# ---- pin_sync_settle ----
### Routing congestion map, pin_sync_settle

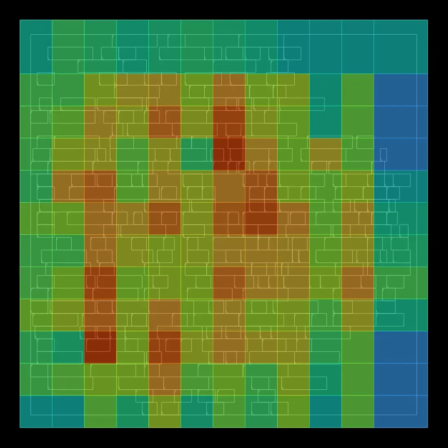

**src/rtl/pin_sync_settle.sv**
```systemverilog
// Synchronises the raw pin bus, waits for SETTLE_CYCLES of stability and emits a
// one-cycle acc_vld with acc_pat whenever a newly accepted pattern differs from the last one.
module pin_sync_settle #(
  parameter int WIDTH         = 21,
  parameter int SETTLE_CYCLES = 16
) (
  input  logic             clk,
  input  logic             rst_n,
  input  logic             clear,
  input  logic [WIDTH-1:0] pins_in,
  output logic             acc_vld,
  output logic [WIDTH-1:0] acc_pat
);

  localparam int CNT_W = $clog2(SETTLE_CYCLES + 1);
  localparam logic [CNT_W-1:0] CNT_ACCEPT = CNT_W'(SETTLE_CYCLES - 1);
  localparam logic [CNT_W-1:0] CNT_DONE   = CNT_W'(SETTLE_CYCLES);

  logic [WIDTH-1:0] sync_q1;
  logic [WIDTH-1:0] sync_q2;
  logic [CNT_W-1:0] stable_cnt;
  logic             accept;

  // Pull-ups read as ones, so the idle bus is all-ones out of reset.
  always_ff @(posedge clk or negedge rst_n) begin
    if (!rst_n) begin
      sync_q1 <= '1;
      sync_q2 <= '1;
    end else begin
      sync_q1 <= pins_in;
      sync_q2 <= sync_q1;
    end
  end

  // The counter parks one past the accept value so each stable run accepts once.
  assign accept = (stable_cnt == CNT_ACCEPT);

  always_ff @(posedge clk or negedge rst_n) begin
    if (!rst_n) begin
      stable_cnt <= '0;
      acc_vld    <= 1'b0;
      acc_pat    <= '1;
    end else if (clear) begin
      stable_cnt <= '0;
      acc_vld    <= 1'b0;
      acc_pat    <= '1;
    end else begin
      if (sync_q1 != sync_q2) begin
        stable_cnt <= '0;
      end else if (stable_cnt != CNT_DONE) begin
        stable_cnt <= stable_cnt + CNT_W'(1);
      end
      acc_vld <= accept && (sync_q2 != acc_pat);
      if (accept) begin
        acc_pat <= sync_q2;
      end
    end
  end

endmodule

```
**config.mk**
```make
export PLATFORM = sky130hd
export DESIGN_NAME = pin_sync_settle
export DESIGN_NICKNAME = d
export VERILOG_FILES = /design/src/rtl/pin_sync_settle.sv
export SDC_FILE = /design/constraint.sdc
export NUM_CORES = 1
export LEC_CHECK = 0
export CAP_MARGIN = 30
export CORE_MARGIN = 2
export CORE_UTILIZATION = 40
export DETAILED_ROUTE_END_ITERATION = 16
export GPL_TIMING_DRIVEN = 0
export HOLD_SLACK_MARGIN = 0.1
export MAX_ROUTING_LAYER = met4
export PLACE_DENSITY = 0.65
export SLEW_MARGIN = 20
export SYNTH_ARGS = -nofsm -noshare
export SYNTH_HDL_FRONTEND = slang
export SYNTH_SLANG_ARGS = --single-unit
```
**constraint.sdc**
```tcl
create_clock -name clk -period 1.6 [get_ports clk]
set_input_delay 0.4 -clock clk [delete_from_list [all_inputs] [get_ports clk]]
set_output_delay 0.4 -clock clk [all_outputs]
set_load 0.01 [all_outputs]
```
# ---- eth_frame_tx ----
==> src/rtl/eth_frame_tx.sv <==
// Ethernet MAC transmit framer.
// Builds one frame per accepted request: destination MAC, source MAC,
// EtherType, payload (show-ahead source), zero pad up to the minimum
// payload size, then the 32-bit FCS. Preamble/SFD and inter-frame gap are
// added by the downstream transmitter, whose `phy_active` flag gates the
// start of every new frame.
//
// Handshake: `tx_request` is a level. It is sampled only in IDLE, and only
// while `phy_active` is low. Acceptance latches all header fields and the
// clamped length, and is signalled by a one-cycle `tx_ack`. The first
// `tx_enable` byte follows one cycle after `tx_ack`. Payload bytes are
// consumed with `payload_rd`: the byte on `payload_data` in a cycle with
// `payload_rd` high is the byte sent on `data` in that cycle and is
// considered read at the following clock edge.
module eth_frame_tx #(
    parameter int MIN_PAYLOAD = 46,
    parameter int MAX_PAYLOAD = 1500
) (
    input  logic        clock,
    input  logic        reset_n,
    input  logic        tx_request,
    output logic        tx_ack,
    input  logic [47:0] dst_mac,
    input  logic [47:0] src_mac,
    input  logic [15:0] ethertype,
    input  logic [10:0] payload_length,
    output logic        payload_rd,
    input  logic [7:0]  payload_data,
    input  logic        phy_active,
    output logic [7:0]  data,
    output logic        tx_enable,
    output logic        busy,
    output logic        frame_done
);

    localparam logic [10:0] MIN_LEN   = 11'(MIN_PAYLOAD);
    localparam logic [10:0] MAX_LEN   = 11'(MAX_PAYLOAD);
    localparam logic [10:0] HDR_LAST  = 11'd13;
    localparam logic [10:0] FCS_LAST  = 11'd3;
    localparam logic [31:0] CRC_POLY  = 32'hEDB88320;
    localparam logic [31:0] CRC_INIT  = 32'hFFFFFFFF;

    // Each state names what the frame is emitting in the current cycle.
    // ACK is the single cycle in which tx_ack is high, before the first byte.
    typedef enum logic [2:0] {
        IDLE,
        ACK,
        HEADER,
        PAYLOAD,
        PAD,
        FCS,
        DONE
    } state_t;

    state_t       state;
    logic [10:0]  cnt;        // byte index inside the current phase
    logic [10:0]  len_q;      // clamped payload length of the frame in flight
    logic [111:0] hdr_q;      // dst/src/type, shifted out MSB byte first
    logic [23:0]  fcs_q;      // FCS bytes still to be sent after the first
    logic [31:0]  crc_q;      // running reflected CRC-32 register
    logic [7:0]   data_q;     // registered byte for header, pad and FCS
    logic [31:0]  crc_next;
    logic [31:0]  fcs_val;

    // One CRC-32 step over a whole byte, LSB first, reflected polynomial.
    function automatic logic [31:0] crc_byte(input logic [31:0] crc,
                                             input logic [7:0]  b);
        logic [31:0] c;
        c = crc ^ {24'h000000, b};
        for (int i = 0; i < 8; i++) begin
            if (c[0]) c = (c >> 1) ^ CRC_POLY;
            else      c = c >> 1;
        end
        return c;
    endfunction

    // Payload bytes come straight from the show-ahead source so the byte
    // sent is the byte consumed in the same cycle; all other bytes are
    // registered.
    assign data = payload_rd ? payload_data : data_q;

    // CRC is folded over whatever is on `data` this cycle; it is only
    // committed in HEADER, PAYLOAD and PAD.
    always_comb begin
        crc_next = crc_byte(crc_q, data);
        fcs_val  = ~crc_next;
    end

    // Frame sequencer: state, byte counter, CRC and all registered outputs.
    always_ff @(posedge clock) begin
        if (!reset_n) begin
            state      <= IDLE;
            cnt        <= '0;
            len_q      <= '0;
            hdr_q      <= '0;
            fcs_q      <= '0;
            crc_q      <= CRC_INIT;
            data_q     <= '0;
            tx_ack     <= 1'b0;
            tx_enable  <= 1'b0;
            payload_rd <= 1'b0;
            busy       <= 1'b0;
            frame_done <= 1'b0;
        end else begin
            tx_ack     <= 1'b0;
            frame_done <= 1'b0;
            case (state)
                IDLE: begin
                    if (tx_request && !phy_active) begin
                        hdr_q  <= {dst_mac, src_mac, ethertype};
                        len_q  <= (payload_length > MAX_LEN) ? MAX_LEN
                                                             : payload_length;
                        tx_ack <= 1'b1;
                        state  <= ACK;
                    end
                end

                ACK: begin
                    // First header byte is presented the cycle after tx_ack.
                    state     <= HEADER;
                    cnt       <= '0;
                    tx_enable <= 1'b1;
                    busy      <= 1'b1;
                    data_q    <= hdr_q[111:104];
                    hdr_q     <= hdr_q << 8;
                end

                HEADER: begin
                    crc_q <= crc_next;
                    if (cnt == HDR_LAST) begin
                        cnt    <= '0;
                        data_q <= 8'h00;
                        if (len_q != 11'd0) begin
                            state      <= PAYLOAD;
                            payload_rd <= 1'b1;
                        end else begin
                            state <= PAD;
                        end
                    end else begin
                        cnt    <= cnt + 11'd1;
                        data_q <= hdr_q[111:104];
                        hdr_q  <= hdr_q << 8;
                    end
                end

                PAYLOAD: begin
                    crc_q <= crc_next;
                    if (cnt == len_q - 11'd1) begin
                        cnt        <= '0;
                        payload_rd <= 1'b0;
                        if (len_q < MIN_LEN) begin
                            state  <= PAD;
                            data_q <= 8'h00;
                        end else begin
                            state  <= FCS;
                            data_q <= fcs_val[7:0];
                            fcs_q  <= fcs_val[31:8];
                        end
                    end else begin
                        cnt <= cnt + 11'd1;
                    end
                end

                PAD: begin
                    // Pad bytes are zero and still covered by the FCS.
                    crc_q <= crc_next;
                    if (cnt == MIN_LEN - len_q - 11'd1) begin
                        cnt    <= '0;
                        state  <= FCS;
                        data_q <= fcs_val[7:0];
                        fcs_q  <= fcs_val[31:8];
                    end else begin
                        cnt <= cnt + 11'd1;
                    end
                end

                FCS: begin
                    if (cnt == FCS_LAST) begin
                        cnt        <= '0;
                        state      <= DONE;
                        tx_enable  <= 1'b0;
                        busy       <= 1'b0;
                        data_q     <= 8'h00;
                        frame_done <= 1'b1;
                        crc_q      <= CRC_INIT;
                    end else begin
                        cnt    <= cnt + 11'd1;
                        data_q <= fcs_q[7:0];
                        fcs_q  <= fcs_q >> 8;
                    end
                end

                DONE: begin
                    // phy_active from the downstream gap holds off the
                    // next accept once back in IDLE.
                    state <= IDLE;
                end

                default: begin
                    state <= IDLE;
                end
            endcase
        end
    end

endmodule

==> config.mk <==
export PLATFORM = sky130hd
export DESIGN_NAME = eth_frame_tx
export DESIGN_NICKNAME = d
export VERILOG_FILES = /design/src/rtl/eth_frame_tx.sv
export SDC_FILE = /design/constraint.sdc
export NUM_CORES = 1
export LEC_CHECK = 0
export CORE_ASPECT_RATIO = 0.7
export CORE_UTILIZATION = 45
export DETAILED_ROUTE_END_ITERATION = 16
export GPL_TIMING_DRIVEN = 0
export PLACE_DENSITY = 0.72
export SLEW_MARGIN = 20
export SYNTH_ARGS = -nofsm -noshare
export SYNTH_HDL_FRONTEND = slang
export SYNTH_SLANG_ARGS = --single-unit
==> constraint.sdc <==
create_clock -name clock -period 4.25 [get_ports clock]
set_input_delay 0.85 -clock clock [delete_from_list [all_inputs] [get_ports clock]]
set_output_delay 0.85 -clock clock [all_outputs]
set_load 0.01 [all_outputs]

==> screenshots <==
Selected gate families.
image #1
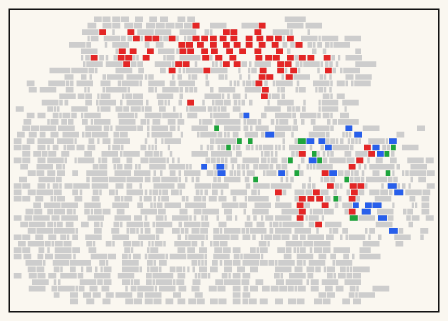
image #2
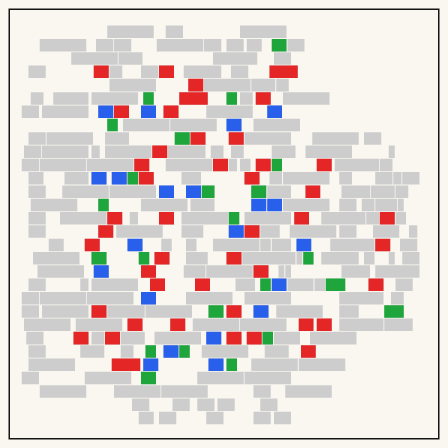
The one with the most cells is image #1.
| picture | from |
|---|---|
| image #2 | pin_sync_settle |
| image #1 | eth_frame_tx |

### Routing congestion map, eth_frame_tx

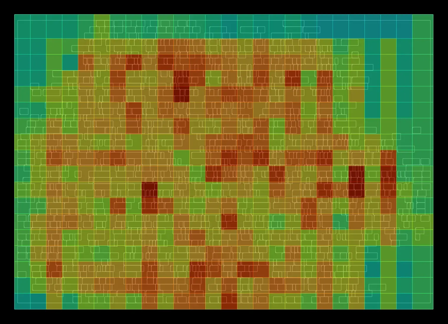
GR Util met3: 4.12%
total track usage: 26.2%
grt met2 use: 36.5%
GRT Max-Usage Layer: met1
routing usage on met1: 41.4%

==> results_slide.txt, eth_frame_tx <==
Run Summary

Outcome
  – Status: finished, final reports clean

Final layout
  – Final net count: 1451
  – Share of post-route cells with drive strength above 1: 6.42%

Logic synthesis
  – Post-synth EDFFs: 0
  – Mapped Cells: 1138

Floorplanning
  – Core area: 21900 um2

Drt
  – Top sig layer: met4
  – Via count: 9214
  – Via density per instance: 5.74

Global routing
  – First-pass GRT wire length: 47800 um
  – Total grt overflow: 0

Critical path
  – Worst EP required: 4.68 ns

Power
  – Clock share of power: 15.3%

Min path
  – Hold Crit Endpoint: hdr_q[4]$_SDFFE_PN0P_

Flow run
  – Max Cap Viol: 0
==> eth_frame_tx: cells in the mapped netlist (11+ instances only) <==
cell type,instances,share of area (%)
dfxtp_1,205,40
nor2_1,184,6.8
a211oi_1,115,8.5
mux2i_1,114,11
clkbuf_1,70,2.6
nand2_1,68,2.5
xnor2_1,67,5.8
a21oi_1,41,2.0
xor2_1,31,2.7
nand3_1,24,1.2
o22ai_1,22,1.4
o21ai_0,19,0.94
nand2b_1,11,0.68
o211ai_1,11,0.81
==> eth_frame_tx: worst max-delay path by stage <==
stage	start	endpoint	slack, ns	cells after the start
finish	len_q[2]$_SDFFE_PN0P_	data_q[7]$_SDFFE_PN0P_	0.38	11
global placement	payload_data[0]	data_q[7]$_SDFFE_PN0P_	0.38	9
CTS	len_q[1]$_SDFFE_PN0P_	data_q[7]$_SDFFE_PN0P_	0.45	11
global route	len_q[1]$_SDFFE_PN0P_	data_q[7]$_SDFFE_PN0P_	0.09	11
floorplan	len_q[1]$_SDFFE_PN0P_	cnt[5]$_SDFFE_PN0N_	1.31	10
detailed placement	payload_data[3]	data_q[4]$_SDFFE_PN0P_	0.37	9
### M2 wires, pin_sync_settle

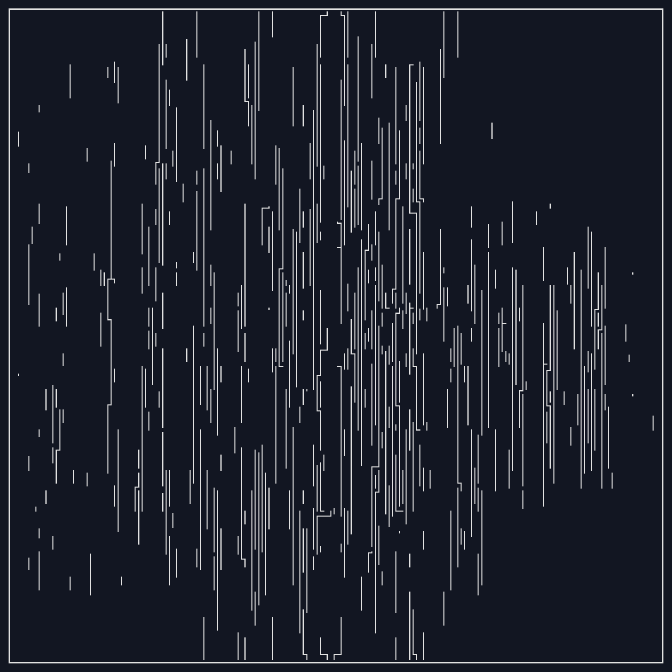
263 nets have wire on it. The layer carries 2850 um of wire. The layer holds 50% of the routed length. The wires run mostly vertical.

Notes on 'Routing congestion map' of pin_sync_settle above:
GRT Max-Usage Layer: met2
wire length per cell: 16.4 um
routing usage on met1: 21.3%
total track usage: 16.7%

==> results_slide.txt, pin_sync_settle <==
Run Summary

Outcome
  – Status: finished with violations
  – Failing checks: negative setup slack

Critical path
  – Critical path type: reg -> reg
  – R2R Path End: stable_cnt[1]$_DFFE_PN0P_
  – Worst EP required: 1.82 ns
  – Top Family by Delay on Critical Path: simple AND/OR/NAND/NOR gates
  – Crit-path max FO: 4
  – Critical Path Start: stable_cnt[0]$_DFFE_PN0P_

Global routing
  – Largest net degree at the start of global routing: 44
  – Grt met2 use: 25.6%

Placement
  – DPL Wire Length: 3690 um

Floorplanning
  – Die footprint: 7640 um2
  – Top Ports: 46

STA
  – Setup violators final: 3
  – Tcrit/Tclk final: 102%
  – Worst Setup Slack, final: -0.0325 ns
  – Final Slew Violations: 0

Logic synthesis
  – Yosys adder share: 1.35%
  – Dominant kind of combinational cell: XOR/XNOR gates
  – Mux frac, synth: 0.360%
  – Mapped Avg Cell Area: 14.3 um2

Power
  – Worst IR Drop VDD: 579 uV

Final layout
  – Fin util: 56.9%
  – Biggest regs: acc_pat x21, sync_q1 x21, sync_q2 x21

Drt
  – Remaining DRCs: 0
  – Pre-antenna DRT Iters: 4
==> pin_sync_settle: per-layer routing <==
layer / wire, um / share of wire, % / vias to the layer above
met2: 2850 / 50 / 37
met4: 61 / 1.1 / 0
met1: 2580 / 45 / 894
met5: 0 / 0 / -
met3: 241 / 4.2 / 5
li1: - / - / 804
==> pin_sync_settle: final cells by class <==
class | count | area (um2) | share of cell area (%)
clock inverter | 6 | 62.6 | 1.63
sequential | 69 | 1810 | 47.0
multi-input combinational | 116 | 1090 | 28.5
clock buffer | 10 | 138 | 3.58
inverter | 4 | 15.0 | 0.391
buffer | 6 | 60.1 | 1.56
timing repair buffer | 59 | 567 | 14.8
tap | 80 | 100 | 2.61
==> pin_sync_settle: timing repair <==
action / 4_1_cts / 5_1_grt
pin swaps: 6 / 28
gates cloned: 2 / 0
gates resized: 40 / 52
endpoints found under the setup margin: 45 / 43
endpoints found under the hold margin: 0 / 0
buffers inserted: 7 / 4
==> pin_sync_settle: power by group <==
group          total [mW]  leakage, nW  switching [mW]  internal (mW)
registers            1.90        0.746          0.0509           1.85
clock network        1.40       0.0943           0.648          0.755
logic               0.220        0.641           0.106          0.114
total                3.52         1.48           0.805           2.72


==> layout pictures side by side <==
Signal wires by layer.
picture 1
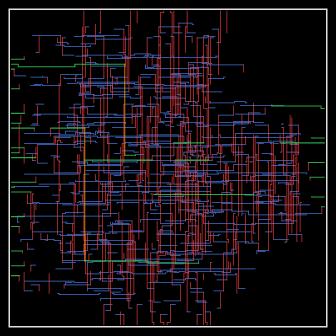
picture 2
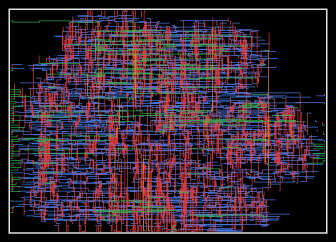
Picture 2 is eth_frame_tx.
Picture 1 is pin_sync_settle.
- most wire: picture 2

Power is estimated from default activity; no workload was simulated.
